==================== student_fir_seq
File: config.mk
export PLATFORM = sky130hd
export DESIGN_NAME = student_fir_seq
export DESIGN_NICKNAME = d
export VERILOG_FILES = /design/src/rtl/student_fir_seq.sv
export SDC_FILE = /design/constraint.sdc
export NUM_CORES = 1
export LEC_CHECK = 0
export ABC_AREA = 1
export ABC_CLOCK_PERIOD_IN_PS = 4800
export CORE_UTILIZATION = 60
export CTS_BUF_LIST = sky130_fd_sc_hd__clkbuf_16
export CTS_CLUSTER_SIZE = 16
export DETAILED_ROUTE_END_ITERATION = 8
export PLACE_DENSITY = 0.82
export SLEW_MARGIN = 20
export SYNTH_ARGS = -nofsm -noshare
export SYNTH_HDL_FRONTEND = slang
export SYNTH_SLANG_ARGS = --single-unit
File: constraint.sdc
create_clock -name clk_i -period 4.8 [get_ports clk_i]
set_input_delay 0.96 -clock clk_i [delete_from_list [all_inputs] [get_ports clk_i]]
set_output_delay 0.96 -clock clk_i [all_outputs]
set_load 0.05 [all_outputs]
File: src/rtl/student_fir_seq.sv
// FIR sequencer: latch a sample, write it into the circular window, then walk all taps doing a signed MAC.
// Latency: valid_o rises N+3 clock edges after the accepting edge.
// Backpressure: none; any strobe arriving while busy (or on the DONE cycle) is discarded with a drop_o pulse.
module student_fir_seq #(
    parameter int ADDR_WIDTH        = 10,
    parameter int DATA_SIZE         = 16,
    parameter int DATA_SIZE_FIR_OUT = 32
) (
    input  logic                         clk_i,
    input  logic                         rst_ni,
    input  logic                         hw_valid_i,
    input  logic [DATA_SIZE-1:0]         hw_sample_i,
    input  logic                         reg_valid_i,
    input  logic [DATA_SIZE-1:0]         reg_sample_i,
    output logic                         busy_o,
    output logic                         drop_o,
    output logic                         smp_we_o,
    output logic [ADDR_WIDTH-1:0]        smp_waddr_o,
    output logic [DATA_SIZE-1:0]         smp_wdata_o,
    output logic [ADDR_WIDTH-1:0]        smp_raddr_o,
    input  logic [DATA_SIZE-1:0]         smp_rdata_i,
    output logic [ADDR_WIDTH-1:0]        coef_raddr_o,
    input  logic [DATA_SIZE-1:0]         coef_rdata_i,
    output logic [DATA_SIZE_FIR_OUT-1:0] y_o,
    output logic [DATA_SIZE-1:0]         sample_shift_o,
    output logic                         valid_o
);

    localparam int ACC_W  = 2*DATA_SIZE + ADDR_WIDTH;
    localparam int PROD_W = 2*DATA_SIZE;
    localparam logic [ADDR_WIDTH-1:0] LAST_TAP = '1;

    typedef enum logic [2:0] {IDLE, WRITE, RUN, DRAIN, DONE} state_t;

    state_t                         state, state_nxt;
    logic [ADDR_WIDTH-1:0]          wp;
    logic [ADDR_WIDTH-1:0]          k;
    logic [DATA_SIZE-1:0]           sample_q;
    logic [DATA_SIZE-1:0]           shift_q;
    logic signed [ACC_W-1:0]        acc;
    logic signed [PROD_W-1:0]       prod;
    logic signed [ACC_W-1:0]        prod_ext;
    logic signed [DATA_SIZE_FIR_OUT-1:0] y_sat;
    logic                           strobe;
    logic                           acc_en;

    assign strobe   = hw_valid_i | reg_valid_i;
    assign prod     = $signed(smp_rdata_i) * $signed(coef_rdata_i);
    assign prod_ext = {{ADDR_WIDTH{prod[PROD_W-1]}}, prod};
    // Read data lags the address by one cycle, so the first RUN cycle has nothing to add yet.
    assign acc_en   = ((state == RUN) && (k != '0)) || (state == DRAIN);

    // Clamp the wide accumulator into the signed output range.
    generate
        if (ACC_W > DATA_SIZE_FIR_OUT) begin : g_sat
            logic [ACC_W-DATA_SIZE_FIR_OUT:0] upper;
            assign upper = acc[ACC_W-1:DATA_SIZE_FIR_OUT-1];
            always_comb begin
                y_sat = acc[DATA_SIZE_FIR_OUT-1:0];
                if (!((&upper) || (~|upper))) begin
                    y_sat = acc[ACC_W-1] ? {1'b1, {(DATA_SIZE_FIR_OUT-1){1'b0}}}
                                         : {1'b0, {(DATA_SIZE_FIR_OUT-1){1'b1}}};
                end
            end
        end else if (ACC_W == DATA_SIZE_FIR_OUT) begin : g_same
            assign y_sat = acc;
        end else begin : g_ext
            assign y_sat = {{(DATA_SIZE_FIR_OUT-ACC_W){acc[ACC_W-1]}}, acc};
        end
    endgenerate

    // State register.
    always_ff @(posedge clk_i or negedge rst_ni) begin
        if (!rst_ni) state <= IDLE;
        else         state <= state_nxt;
    end

    // Next-state logic: one write cycle, N read cycles, one drain cycle, one result cycle.
    always_comb begin
        state_nxt = state;
        case (state)
            IDLE:    if (strobe) state_nxt = WRITE;
            WRITE:   state_nxt = RUN;
            RUN:     if (k == LAST_TAP) state_nxt = DRAIN;
            DRAIN:   state_nxt = DONE;
            DONE:    state_nxt = IDLE;
            default: state_nxt = IDLE;
        endcase
    end

    // Datapath: sample latch, tap counter, accumulator, head pointer and result registers.
    always_ff @(posedge clk_i or negedge rst_ni) begin
        if (!rst_ni) begin
            wp             <= '0;
            k              <= '0;
            sample_q       <= '0;
            shift_q        <= '0;
            acc            <= '0;
            y_o            <= '0;
            sample_shift_o <= '0;
            valid_o        <= 1'b0;
            drop_o         <= 1'b0;
        end else begin
            valid_o <= (state == DONE);
            // Busy strobes are lost; a simultaneous pair in IDLE loses the bus-side one.
            drop_o  <= strobe && ((state != IDLE) || (hw_valid_i && reg_valid_i));
            if (state == IDLE && strobe) begin
                sample_q <= hw_valid_i ? hw_sample_i : reg_sample_i;
            end
            if (state == WRITE) begin
                k   <= '0;
                acc <= '0;
            end else begin
                if (state == RUN) k <= k + ADDR_WIDTH'(1);
                if (acc_en)       acc <= acc + prod_ext;
            end
            // The word returned during DRAIN belongs to the oldest tap.
            if (state == DRAIN) shift_q <= smp_rdata_i;
            if (state == DONE) begin
                y_o            <= y_sat;
                sample_shift_o <= shift_q;
                wp             <= wp + ADDR_WIDTH'(1);
            end
        end
    end

    // DPRAM port drive; reads and writes live in disjoint states so they never collide.
    always_comb begin
        busy_o       = (state != IDLE);
        smp_we_o     = (state == WRITE);
        smp_waddr_o  = (state == WRITE) ? wp : '0;
        smp_wdata_o  = sample_q;
        smp_raddr_o  = (state == RUN) ? (wp - k) : '0;
        coef_raddr_o = (state == RUN) ? k : '0;
    end

endmodule

==================== axis_packet_source
===== src/rtl/axis_packet_source.sv =====
// Command-driven AXI-stream packet source: one {length, seed} command becomes a
// packet of `length` incrementing beats, TLAST on the final beat, then an optional idle gap.
module axis_packet_source #(
  parameter int DATA_W     = 32,
  parameter int LEN_W      = 16,
  parameter int GAP_CYCLES = 0
) (
  input  logic              clk,
  input  logic              rst_n,
  input  logic              cmd_valid,
  output logic              cmd_ready,
  input  logic [LEN_W-1:0]  cmd_len,
  input  logic [DATA_W-1:0] cmd_seed,
  output logic              m_valid,
  input  logic              m_ready,
  output logic [DATA_W-1:0] m_data,
  output logic              m_last,
  output logic              busy,
  output logic [15:0]       pkt_count,
  output logic              err_zero_len
);

  localparam logic [1:0] IDLE = 2'd0;
  localparam logic [1:0] SEND = 2'd1;
  localparam logic [1:0] GAP  = 2'd2;

  localparam logic [7:0] GAP_LOAD = 8'(GAP_CYCLES);

  logic [1:0]        state_q,     state_d;
  logic              m_valid_q,   m_valid_d;
  logic [DATA_W-1:0] m_data_q,    m_data_d;
  logic              m_last_q,    m_last_d;
  logic [LEN_W-1:0]  rem_q,       rem_d;
  logic [15:0]       pkt_count_q, pkt_count_d;
  logic              err_q,       err_d;
  logic [7:0]        gap_cnt_q,   gap_cnt_d;

  logic cmd_fire_s;
  logic beat_fire_s;

  assign cmd_ready    = (state_q == IDLE);
  assign busy         = (state_q != IDLE);
  assign cmd_fire_s   = cmd_valid & cmd_ready;
  assign beat_fire_s  = m_valid_q & m_ready;

  assign m_valid      = m_valid_q;
  assign m_data       = m_data_q;
  assign m_last       = m_last_q;
  assign pkt_count    = pkt_count_q;
  assign err_zero_len = err_q;

  // Next-state logic: every output register changes only on a handshake or state step
  always_comb begin
    state_d     = state_q;
    m_valid_d   = m_valid_q;
    m_data_d    = m_data_q;
    m_last_d    = m_last_q;
    rem_d       = rem_q;
    pkt_count_d = pkt_count_q;
    err_d       = 1'b0;
    gap_cnt_d   = gap_cnt_q;

    case (state_q)
      IDLE: begin
        if (cmd_fire_s) begin
          if (cmd_len == {LEN_W{1'b0}}) begin
            err_d = 1'b1;
          end else begin
            state_d   = SEND;
            m_valid_d = 1'b1;
            m_data_d  = cmd_seed;
            m_last_d  = (cmd_len == LEN_W'(1));
            rem_d     = cmd_len;
          end
        end else begin
          state_d = IDLE;
        end
      end

      SEND: begin
        if (beat_fire_s) begin
          if (rem_q == LEN_W'(1)) begin
            m_valid_d   = 1'b0;
            m_last_d    = 1'b0;
            pkt_count_d = pkt_count_q + 16'd1;
            rem_d       = {LEN_W{1'b0}};
            if (GAP_LOAD != 8'd0) begin
              state_d   = GAP;
              gap_cnt_d = GAP_LOAD;
            end else begin
              state_d   = IDLE;
            end
          end else begin
            m_data_d = m_data_q + DATA_W'(1);
            rem_d    = rem_q - LEN_W'(1);
            m_last_d = (rem_q == LEN_W'(2));
          end
        end else begin
          state_d = SEND;
        end
      end

      GAP: begin
        // Counter was loaded with the full gap, so leaving at 1 gives exactly GAP_CYCLES cycles
        if (gap_cnt_q <= 8'd1) begin
          state_d   = IDLE;
          gap_cnt_d = 8'd0;
        end else begin
          gap_cnt_d = gap_cnt_q - 8'd1;
        end
      end

      default: begin
        state_d   = IDLE;
        m_valid_d = 1'b0;
        m_last_d  = 1'b0;
      end
    endcase
  end

  // State and output registers; reset aborts any packet in flight
  always_ff @(posedge clk or negedge rst_n) begin
    if (!rst_n) begin
      state_q     <= IDLE;
      m_valid_q   <= 1'b0;
      m_data_q    <= {DATA_W{1'b0}};
      m_last_q    <= 1'b0;
      rem_q       <= {LEN_W{1'b0}};
      pkt_count_q <= 16'd0;
      err_q       <= 1'b0;
      gap_cnt_q   <= 8'd0;
    end else begin
      state_q     <= state_d;
      m_valid_q   <= m_valid_d;
      m_data_q    <= m_data_d;
      m_last_q    <= m_last_d;
      rem_q       <= rem_d;
      pkt_count_q <= pkt_count_d;
      err_q       <= err_d;
      gap_cnt_q   <= gap_cnt_d;
    end
  end

endmodule


===== config.mk =====
export PLATFORM = sky130hd
export DESIGN_NAME = axis_packet_source
export DESIGN_NICKNAME = d
export VERILOG_FILES = /design/src/rtl/axis_packet_source.sv
export SDC_FILE = /design/constraint.sdc
export NUM_CORES = 1
export LEC_CHECK = 0
export ABC_AREA = 1
export CAP_MARGIN = 20
export CORE_ASPECT_RATIO = 1.75
export CORE_MARGIN = 5
export CORE_UTILIZATION = 25
export DETAILED_ROUTE_END_ITERATION = 8
export GPL_ROUTABILITY_DRIVEN = 0
export SLEW_MARGIN = 15
export SYNTH_ARGS = -nofsm -noshare
export SYNTH_HDL_FRONTEND = slang
export SYNTH_SLANG_ARGS = --single-unit

===== constraint.sdc =====
create_clock -name clk -period 2.1 [get_ports clk]
set_clock_uncertainty 0.1 [all_clocks]
set_input_delay 0.315 -clock clk [delete_from_list [all_inputs] [get_ports clk]]
set_output_delay 0.315 -clock clk [all_outputs]
set_load 0.005 [all_outputs]

==================== pc_fetch_unit
===== src/rtl/pc_fetch_unit_pkg.sv =====
// Shared definitions for the PC/fetch block: FSM encoding, fault cause codes
// and instruction geometry.
package pc_fetch_unit_pkg;

    // S_IDLE only exists between reset release and the first fetch request.
    typedef enum logic [1:0] {
        S_IDLE = 2'b00,
        S_REQ  = 2'b01,
        S_WAIT = 2'b10,
        S_HOLD = 2'b11
    } fetch_state_e;

    localparam logic [1:0] FAULT_NONE     = 2'b00;
    localparam logic [1:0] FAULT_MISALIGN = 2'b01;
    localparam logic [1:0] FAULT_TIMEOUT  = 2'b10;

    localparam int unsigned INSTR_BYTES = 4;

    function automatic logic is_misaligned(input logic [1:0] low_bits);
        return low_bits != 2'b00;
    endfunction

endpackage


===== src/rtl/pc_fetch_unit_wait.sv =====
// Response-wait timer: counts stalled-free wait cycles and flags when the
// MAX_WAIT limit is reached. Saturates at the limit until cleared.
module pc_wait_timer #(
    parameter int unsigned MAX_WAIT = 15
) (
    input  logic clk,
    input  logic rst_n,
    input  logic clear,
    input  logic enable,
    output logic expired
);

    localparam int unsigned CW = $clog2(MAX_WAIT + 1);

    logic [CW-1:0] cnt_q;

    always_ff @(posedge clk or negedge rst_n) begin
        if (!rst_n) begin
            cnt_q <= '0;
        end else if (clear) begin
            cnt_q <= '0;
        end else if (enable && !expired) begin
            cnt_q <= cnt_q + CW'(1);
        end
    end

    assign expired = (cnt_q == CW'(MAX_WAIT));

endmodule


===== src/rtl/pc_fetch_unit.sv =====
// Architectural PC register plus single-outstanding instruction fetch with
// hold-until-retire, misaligned-target and imem-timeout redirection.
module pc_fetch_unit
    import pc_fetch_unit_pkg::*;
#(
    parameter int unsigned          PC_WIDTH     = 32,
    parameter int unsigned          INSTR_WIDTH  = 32,
    parameter logic [PC_WIDTH-1:0]  RESET_VECTOR = PC_WIDTH'(32'h0000_0000),
    parameter logic [PC_WIDTH-1:0]  TRAP_VECTOR  = PC_WIDTH'(32'h0000_0100),
    parameter int unsigned          MAX_WAIT     = 15
) (
    input  logic                   clk,
    input  logic                   rst_n,
    input  logic [PC_WIDTH-1:0]    pc_next_i,
    input  logic                   advance_i,
    input  logic                   stall_i,
    output logic [PC_WIDTH-1:0]    pc_o,
    output logic [PC_WIDTH-1:0]    pc_plus_4_o,
    output logic                   imem_req_valid_o,
    input  logic                   imem_req_ready_i,
    output logic [PC_WIDTH-1:0]    imem_addr_o,
    input  logic                   imem_rsp_valid_i,
    input  logic [INSTR_WIDTH-1:0] imem_rsp_data_i,
    output logic                   imem_abort_o,
    output logic [INSTR_WIDTH-1:0] instr_o,
    output logic                   instr_valid_o,
    output logic                   fault_o,
    output logic [1:0]             fault_cause_o,
    output logic [31:0]            retired_cnt_o
);

    fetch_state_e         state_q;
    logic [PC_WIDTH-1:0]    pc_q;
    logic [INSTR_WIDTH-1:0] instr_q;
    logic                   req_valid_q;
    logic                   instr_valid_q;
    logic                   fault_q;
    logic                   abort_q;
    logic [1:0]             cause_q;
    logic [31:0]            retired_q;

    logic handshake;
    logic rsp_take;
    logic timeout;
    logic retire;
    logic wait_expired;

    // Stall freezes every transition, including a request the imem sees as ready.
    assign handshake = (state_q == S_REQ)  && !stall_i && imem_req_ready_i;
    assign rsp_take  = (state_q == S_WAIT) && !stall_i && imem_rsp_valid_i;
    assign timeout   = (state_q == S_WAIT) && !stall_i && !imem_rsp_valid_i && wait_expired;
    assign retire    = (state_q == S_HOLD) && !stall_i && advance_i;

    pc_wait_timer #(
        .MAX_WAIT (MAX_WAIT)
    ) u_wait_timer (
        .clk     (clk),
        .rst_n   (rst_n),
        .clear   (handshake),
        .enable  ((state_q == S_WAIT) && !stall_i && !imem_rsp_valid_i),
        .expired (wait_expired)
    );

    // NOTE: sequential state uses non-blocking assignments only, so every
    // right-hand side below reads the pre-edge value regardless of order.
    always_ff @(posedge clk or negedge rst_n) begin
        if (!rst_n) begin
            state_q       <= S_IDLE;
            pc_q          <= RESET_VECTOR;
            instr_q       <= '0;
            req_valid_q   <= 1'b0;
            instr_valid_q <= 1'b0;
            fault_q       <= 1'b0;
            abort_q       <= 1'b0;
            cause_q       <= FAULT_NONE;
            retired_q     <= '0;
        end else begin
            // NOTE: pulses default low each cycle; the branches below only
            // raise them, which keeps them single-cycle by construction.
            fault_q <= 1'b0;
            abort_q <= 1'b0;

            case (state_q)
                S_IDLE: begin
                    state_q     <= S_REQ;
                    req_valid_q <= 1'b1;
                end

                S_REQ: begin
                    if (handshake) begin
                        state_q     <= S_WAIT;
                        req_valid_q <= 1'b0;
                    end
                end

                S_WAIT: begin
                    if (rsp_take) begin
                        instr_q       <= imem_rsp_data_i;
                        instr_valid_q <= 1'b1;
                        state_q       <= S_HOLD;
                    end else if (timeout) begin
                        abort_q     <= 1'b1;
                        fault_q     <= 1'b1;
                        cause_q     <= FAULT_TIMEOUT;
                        pc_q        <= TRAP_VECTOR;
                        req_valid_q <= 1'b1;
                        state_q     <= S_REQ;
                    end
                end

                S_HOLD: begin
                    if (retire) begin
                        retired_q     <= retired_q + 32'd1;
                        instr_valid_q <= 1'b0;
                        req_valid_q   <= 1'b1;
                        state_q       <= S_REQ;
                        if (is_misaligned(pc_next_i[1:0])) begin
                            pc_q    <= TRAP_VECTOR;
                            fault_q <= 1'b1;
                            cause_q <= FAULT_MISALIGN;
                        end else begin
                            pc_q <= pc_next_i;
                        end
                    end
                end

                default: state_q <= S_IDLE;
            endcase
        end
    end

    assign pc_o             = pc_q;
    assign pc_plus_4_o      = pc_q + PC_WIDTH'(INSTR_BYTES);
    assign imem_req_valid_o = req_valid_q;
    assign imem_addr_o      = pc_q;
    assign imem_abort_o     = abort_q;
    assign instr_o          = instr_q;
    assign instr_valid_o    = instr_valid_q;
    assign fault_o          = fault_q;
    assign fault_cause_o    = cause_q;
    assign retired_cnt_o    = retired_q;

    fault_single_cycle: assert property (@(posedge clk) disable iff (!rst_n) fault_o |=> !fault_o);
    abort_single_cycle: assert property (@(posedge clk) disable iff (!rst_n) imem_abort_o |=> !imem_abort_o);

endmodule

===== config.mk =====
export PLATFORM = sky130hd
export DESIGN_NAME = pc_fetch_unit
export DESIGN_NICKNAME = d
export VERILOG_FILES = /design/src/rtl/pc_fetch_unit_pkg.sv /design/src/rtl/pc_fetch_unit_wait.sv /design/src/rtl/pc_fetch_unit.sv
export SDC_FILE = /design/constraint.sdc
export NUM_CORES = 1
export LEC_CHECK = 0
export ABC_AREA = 1
export CAP_MARGIN = 40
export CORE_UTILIZATION = 48
export CTS_CLUSTER_DIAMETER = 60
export DETAILED_ROUTE_END_ITERATION = 8
export HOLD_SLACK_MARGIN = 0.02
export PLACE_DENSITY = 0.85
export SYNTH_ARGS = -nofsm -noshare
export SYNTH_HDL_FRONTEND = slang
export SYNTH_HIERARCHICAL = 1
export SYNTH_SLANG_ARGS = --single-unit

===== constraint.sdc =====
create_clock -name clk -period 3.9 [get_ports clk]
set_input_delay 0.975 -clock clk [delete_from_list [all_inputs] [get_ports clk]]
set_output_delay 0.975 -clock clk [all_outputs]
set_load 0.03 [all_outputs]


==> gallery <==
Signal wires on met4.
(a)
Bar = 20 µm.
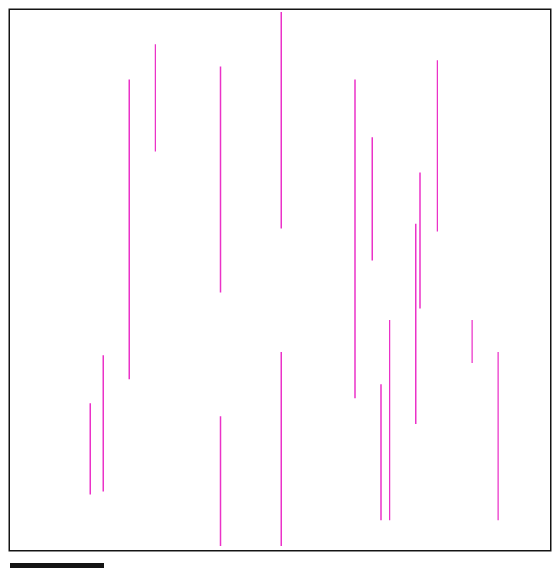
(b)
Bar = 20 µm.
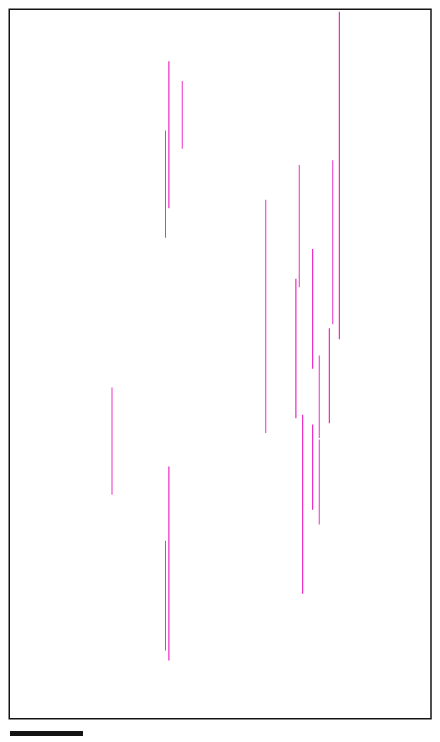
(c)
Bar = 50 µm.
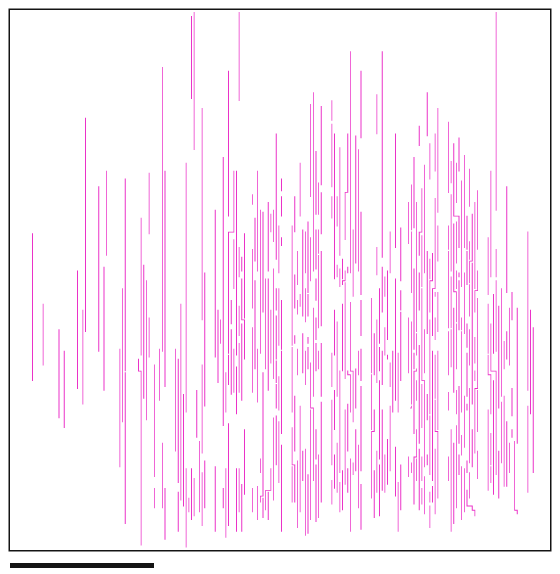
pc_fetch_unit: (a)
axis_packet_source: (b)
student_fir_seq: (c)
- smallest die: (a)

Key to (c):
- wire length on this layer: 8820 µm
- longest straight run: 98.6 µm
- main direction: vertical
- share of all routed wire: 11%
- nets with wire on the layer: 331

**axis_packet_source: routing congestion**

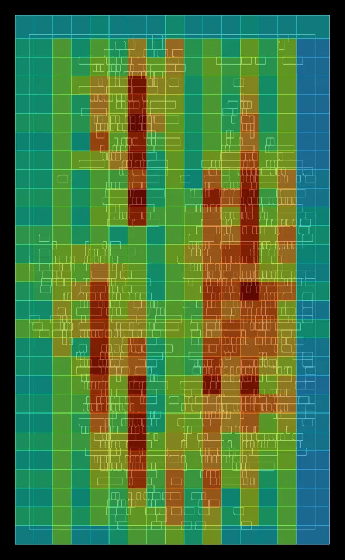
busiest layer in global routing: met2
met2 track utilization from global routing: 27.9%
met1 Use GR: 15.5%

==> results.sh, axis_packet_source <==
# physical design summary
export IMPL_tightestPinTransition_ns=0.488
export IMPL_ys_warnings_count=0
export IMPL_clkTransAtPathRegs_ns=0.06
export IMPL_reg2reg_to="rem_q[12]"
export IMPL_warning_count=28
export IMPL_regToRegSetupSlack_ns=0.25
export IMPL_final_critical_path_setup_slack_ns=0.217
export IMPL_met2_wirelength_um=8880
export IMPL_worstPathMaxFanout=8
export IMPL_critPathLaunch="state_q[0]"
export IMPL_place_worst_setup_slack_ns=-0.0314
export IMPL_ctsHoldBuffers=1
export IMPL_first_iter_violations=362
export IMPL_hold_path_startpoint="m_last"
export IMPL_worstPathRequired_ns=1.68
export IMPL_ys_cells=784
export IMPL_worstSkewPairLatency_ns=0.34
export IMPL_finalHoldViolCount=0
export IMPL_cts_tree="done"
export IMPL_setup_violations=0
export IMPL_crit_buf_inv=2
export IMPL_synthCells=784
export IMPL_ctsHtreeMaxLevel=3
export IMPL_port_buffer_cells=104
export IMPL_report_final_slew_viol_count=0
export IMPL_wl_met1_um=6080
export IMPL_finalWirelength_um=16400
export IMPL_floorplan_die_height_um=195
export IMPL_fraction_of_layout_instances_using_a_drive_strength_above_1_pct=7.33
export IMPL_count_of_distinct_cell_types_in_the_synthesized_netlist=32
export IMPL_run_status="finished, final reports clean"
export IMPL_layout_nonclk_buf_share_pct=19.6
export IMPL_async_flop_share_pct=100
export IMPL_layout_top_cell_excl_fill_tap="sky130_fd_sc_hd__nand2_1"
export IMPL_routed_wl_met3_um=800
export IMPL_numCtsBuffers=9
-- axis_packet_source: logic make-up after synthesis --
| kind of cell | Yosys count | synth area share, % |
|---|---|---|
| AND-OR/OR-AND | 57 | 6.46 |
| XOR/XNOR | 16 | 2.87 |
| adder cells (fa/ha/maj) | 5 | 1.28 |
| buffers and inverters | 76 | 6.87 |
| flip-flops | 68 | 34.9 |
| AND/OR/NAND/NOR | 562 | 47.6 |
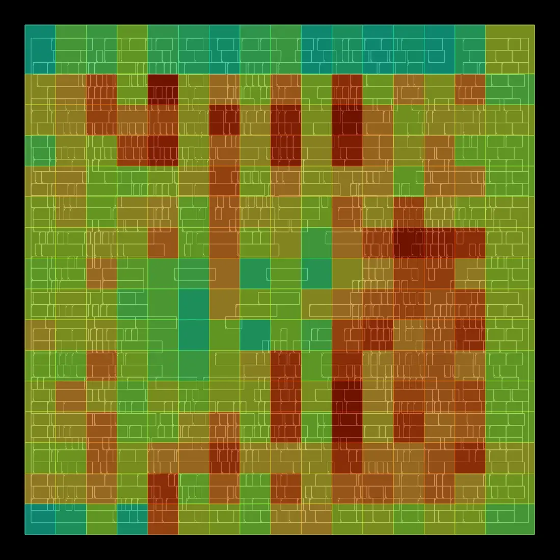
**Above:** pc_fetch_unit (routing congestion).
final core occ: 70.8%
overall global routing resource usage: 26.6%
met2 track utilization from global routing: 45.9%
average wire per standard cell: 14.4 µm

==> results.sh, pc_fetch_unit <==
# physical design summary
export IMPL_core_util_floorplan_pct=49.9
export IMPL_ws_path_type="reg -> out"
export IMPL_global_route_overflow_total=0
export IMPL_ant_nets=0
export IMPL_finalHoldWorstSlack_ns=0.440
export IMPL_detailedPlacementHpwl_um=13000
export IMPL_syn_mean_instance_area_um2=7.75
export IMPL_grt_pass1_wl_um=26900
export IMPL_ff2ff_path_depth=9
export IMPL_timing_critical_path_arrival_ns=2.66
export IMPL_synth_cells_most_frequent="sky130_fd_sc_hd__nand2_1, sky130_fd_sc_hd__dfrtp_1, sky130_fd_sc_hd__nor2_1"
export IMPL_ys_sh_mux_pct=0
export IMPL_cts_tree="done"
export IMPL_warning_count=28
export IMPL_post_synth_top_count_cell="sky130_fd_sc_hd__nand2_1"
export IMPL_ys_chip_area_um2=6070
export IMPL_synth_cellmix_simpleShare_pct=33.1
export IMPL_fin_nets=1063
export IMPL_nFlopsAndLatches=108
export IMPL_die_width_um=114
export IMPL_n_antenna_cell=0
export IMPL_run_status="finished, final reports clean"
export IMPL_seqAreaFraction_pct=31.4
export IMPL_floorplan_rows=40
export IMPL_finalWirelength_um=16800
export IMPL_combGateArea_um2=2760
export IMPL_async_flop_share_pct=100
export IMPL_design_die_area_um2=13100
export IMPL_clock_sink_count=108
export IMPL_clock_fmax_mhz=275
export IMPL_regToRegSetupSlack_ns=1.60
export IMPL_relSlewSlack_pct=46.9
export IMPL_place_worst_setup_slack_ns=0.660
export IMPL_cell_with_the_largest_stage_delay_on_the_worst_path="sky130_fd_sc_hd__clkdlybuf4s50_1"
export IMPL_worstPathMaxFanout=6
export IMPL_worstPathRequired_ns=2.92
-- pc_fetch_unit: layer usage --
metal | up-vias | part of all wire [%] | track usage, %
met4 | 0 | 3.6 | 13.5
met5 | - | 0 | 0
met3 | 38 | 7.7 | 6.51
li1 | 2807 | - | -
met2 | 235 | 48 | 45.9
met1 | 2633 | 40 | 30.7
**student_fir_seq: sequential cells coloured by netlist name**

Bar = 50 µm.
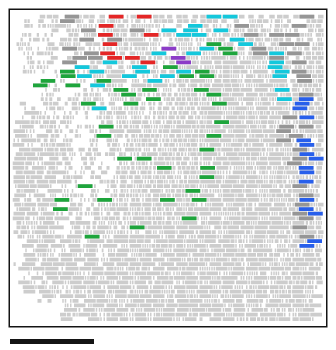
- cyan: y_o (sequential cells 32)
- blue: sample_shift_o (sequential cells 16; where middle right)
- green: acc (sequential cells 42)
- red: k (sequential cells 10)
- purple: state (sequential cells 3)

==> results.sh, student_fir_seq <==
# physical design summary
export IMPL_run_status="finished, violations left"
export IMPL_violations="setup timing"
export IMPL_groute_usage_overall_pct=41.7
export IMPL_worstSkewPairLatency_ns=0.44
export IMPL_grt_busiest_layer="met2"
export IMPL_port_buffer_cells=165
export IMPL_remaining_drc_errors=0
export IMPL_crit_buf_inv=7
export IMPL_skew_ns=0.0149
export IMPL_critPathCaptureType="flip-flop"
export IMPL_core_util_floorplan_pct=61.3
export IMPL_ys_ff=147
export IMPL_ws_path_type="in -> reg"
export IMPL_routed_wl_met3_um=11400
export IMPL_post_cts_setup_buffers=68
export IMPL_final_critical_path_setup_slack_ns=-1.68
export IMPL_warning_count=31
export IMPL_setup_violations=35
export IMPL_fp_nets=3226
export IMPL_cts_path_max_buffers=2
export IMPL_grt_setup_unrepaired="true"
export IMPL_yosysTopAreaCell="sky130_fd_sc_hd__fa_1"
export IMPL_r2r_start="acc[21]"
export IMPL_ys_sh_xor_pct=0.891
export IMPL_grt_antenna_before_repair=5
export IMPL_global_route_overflow_total=0
export IMPL_cp_depth=25
export IMPL_floorplan_rows=67
export IMPL_top_layer="met5"
export IMPL_n_antenna_cell=3
export IMPL_ctsHtreeMaxLevel=4
export IMPL_final_core_occ_pct=82.8
export IMPL_wire_per_inst_um=23.6
export IMPL_gr_usage_met1_pct=49.4
export IMPL_floorplan_die_height_um=188
export IMPL_grt_util_met2_pct=68.2
export IMPL_wl_met1_um=26900
export IMPL_place_worst_setup_slack_ns=-2.09
export IMPL_num_nonclk_buffers=469
==> student_fir_seq: registers in the layout, summed over array words and instances, names as in the netlist <==
| name | flops |
|---|---|
| acc | 42 |
| drop_o | 1 |
| k | 10 |
| sample_shift_o | 16 |
| shift_q | 16 |
| smp_wdata_o | 16 |
| state | 3 |
| valid_o | 1 |
| wp | 10 |
| y_o | 32 |


==> notes/layouts.md <==
Pictures saved along the way, in no particular order.

Gate families picked out.
image #1
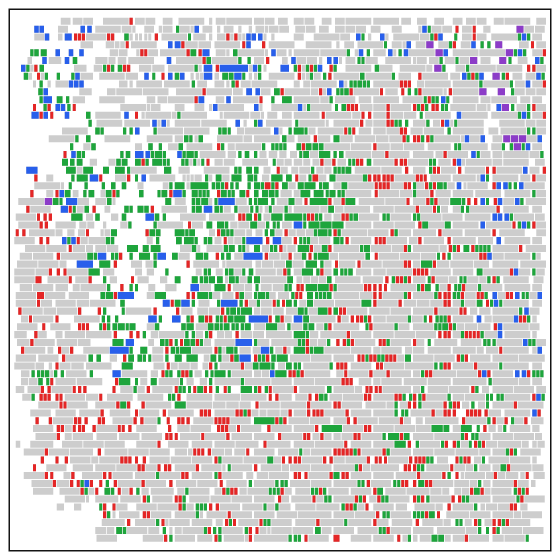
image #2
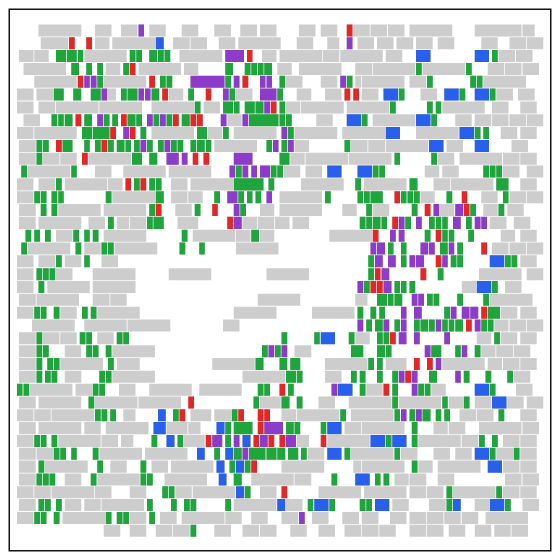
image #3
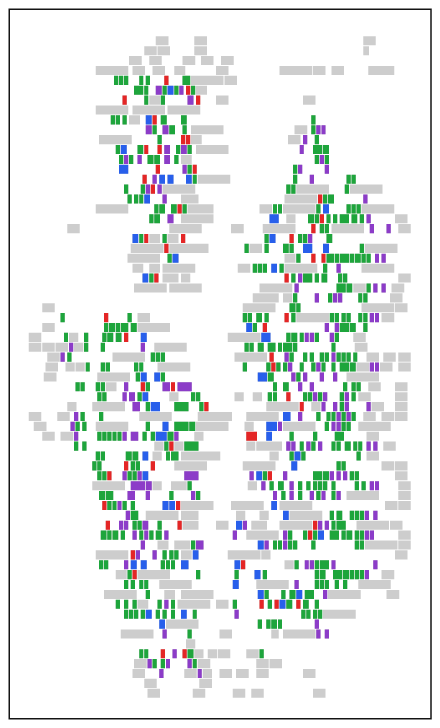
For pc_fetch_unit, see image #2.
For axis_packet_source, see image #3.
For student_fir_seq, see image #1.

Key to image #3:
- green: nand cells (cells 404)
- purple: nor cells (cells 157)
- blue: aoi and oai cells (cells 55)
- red: inv cells (cells 56)

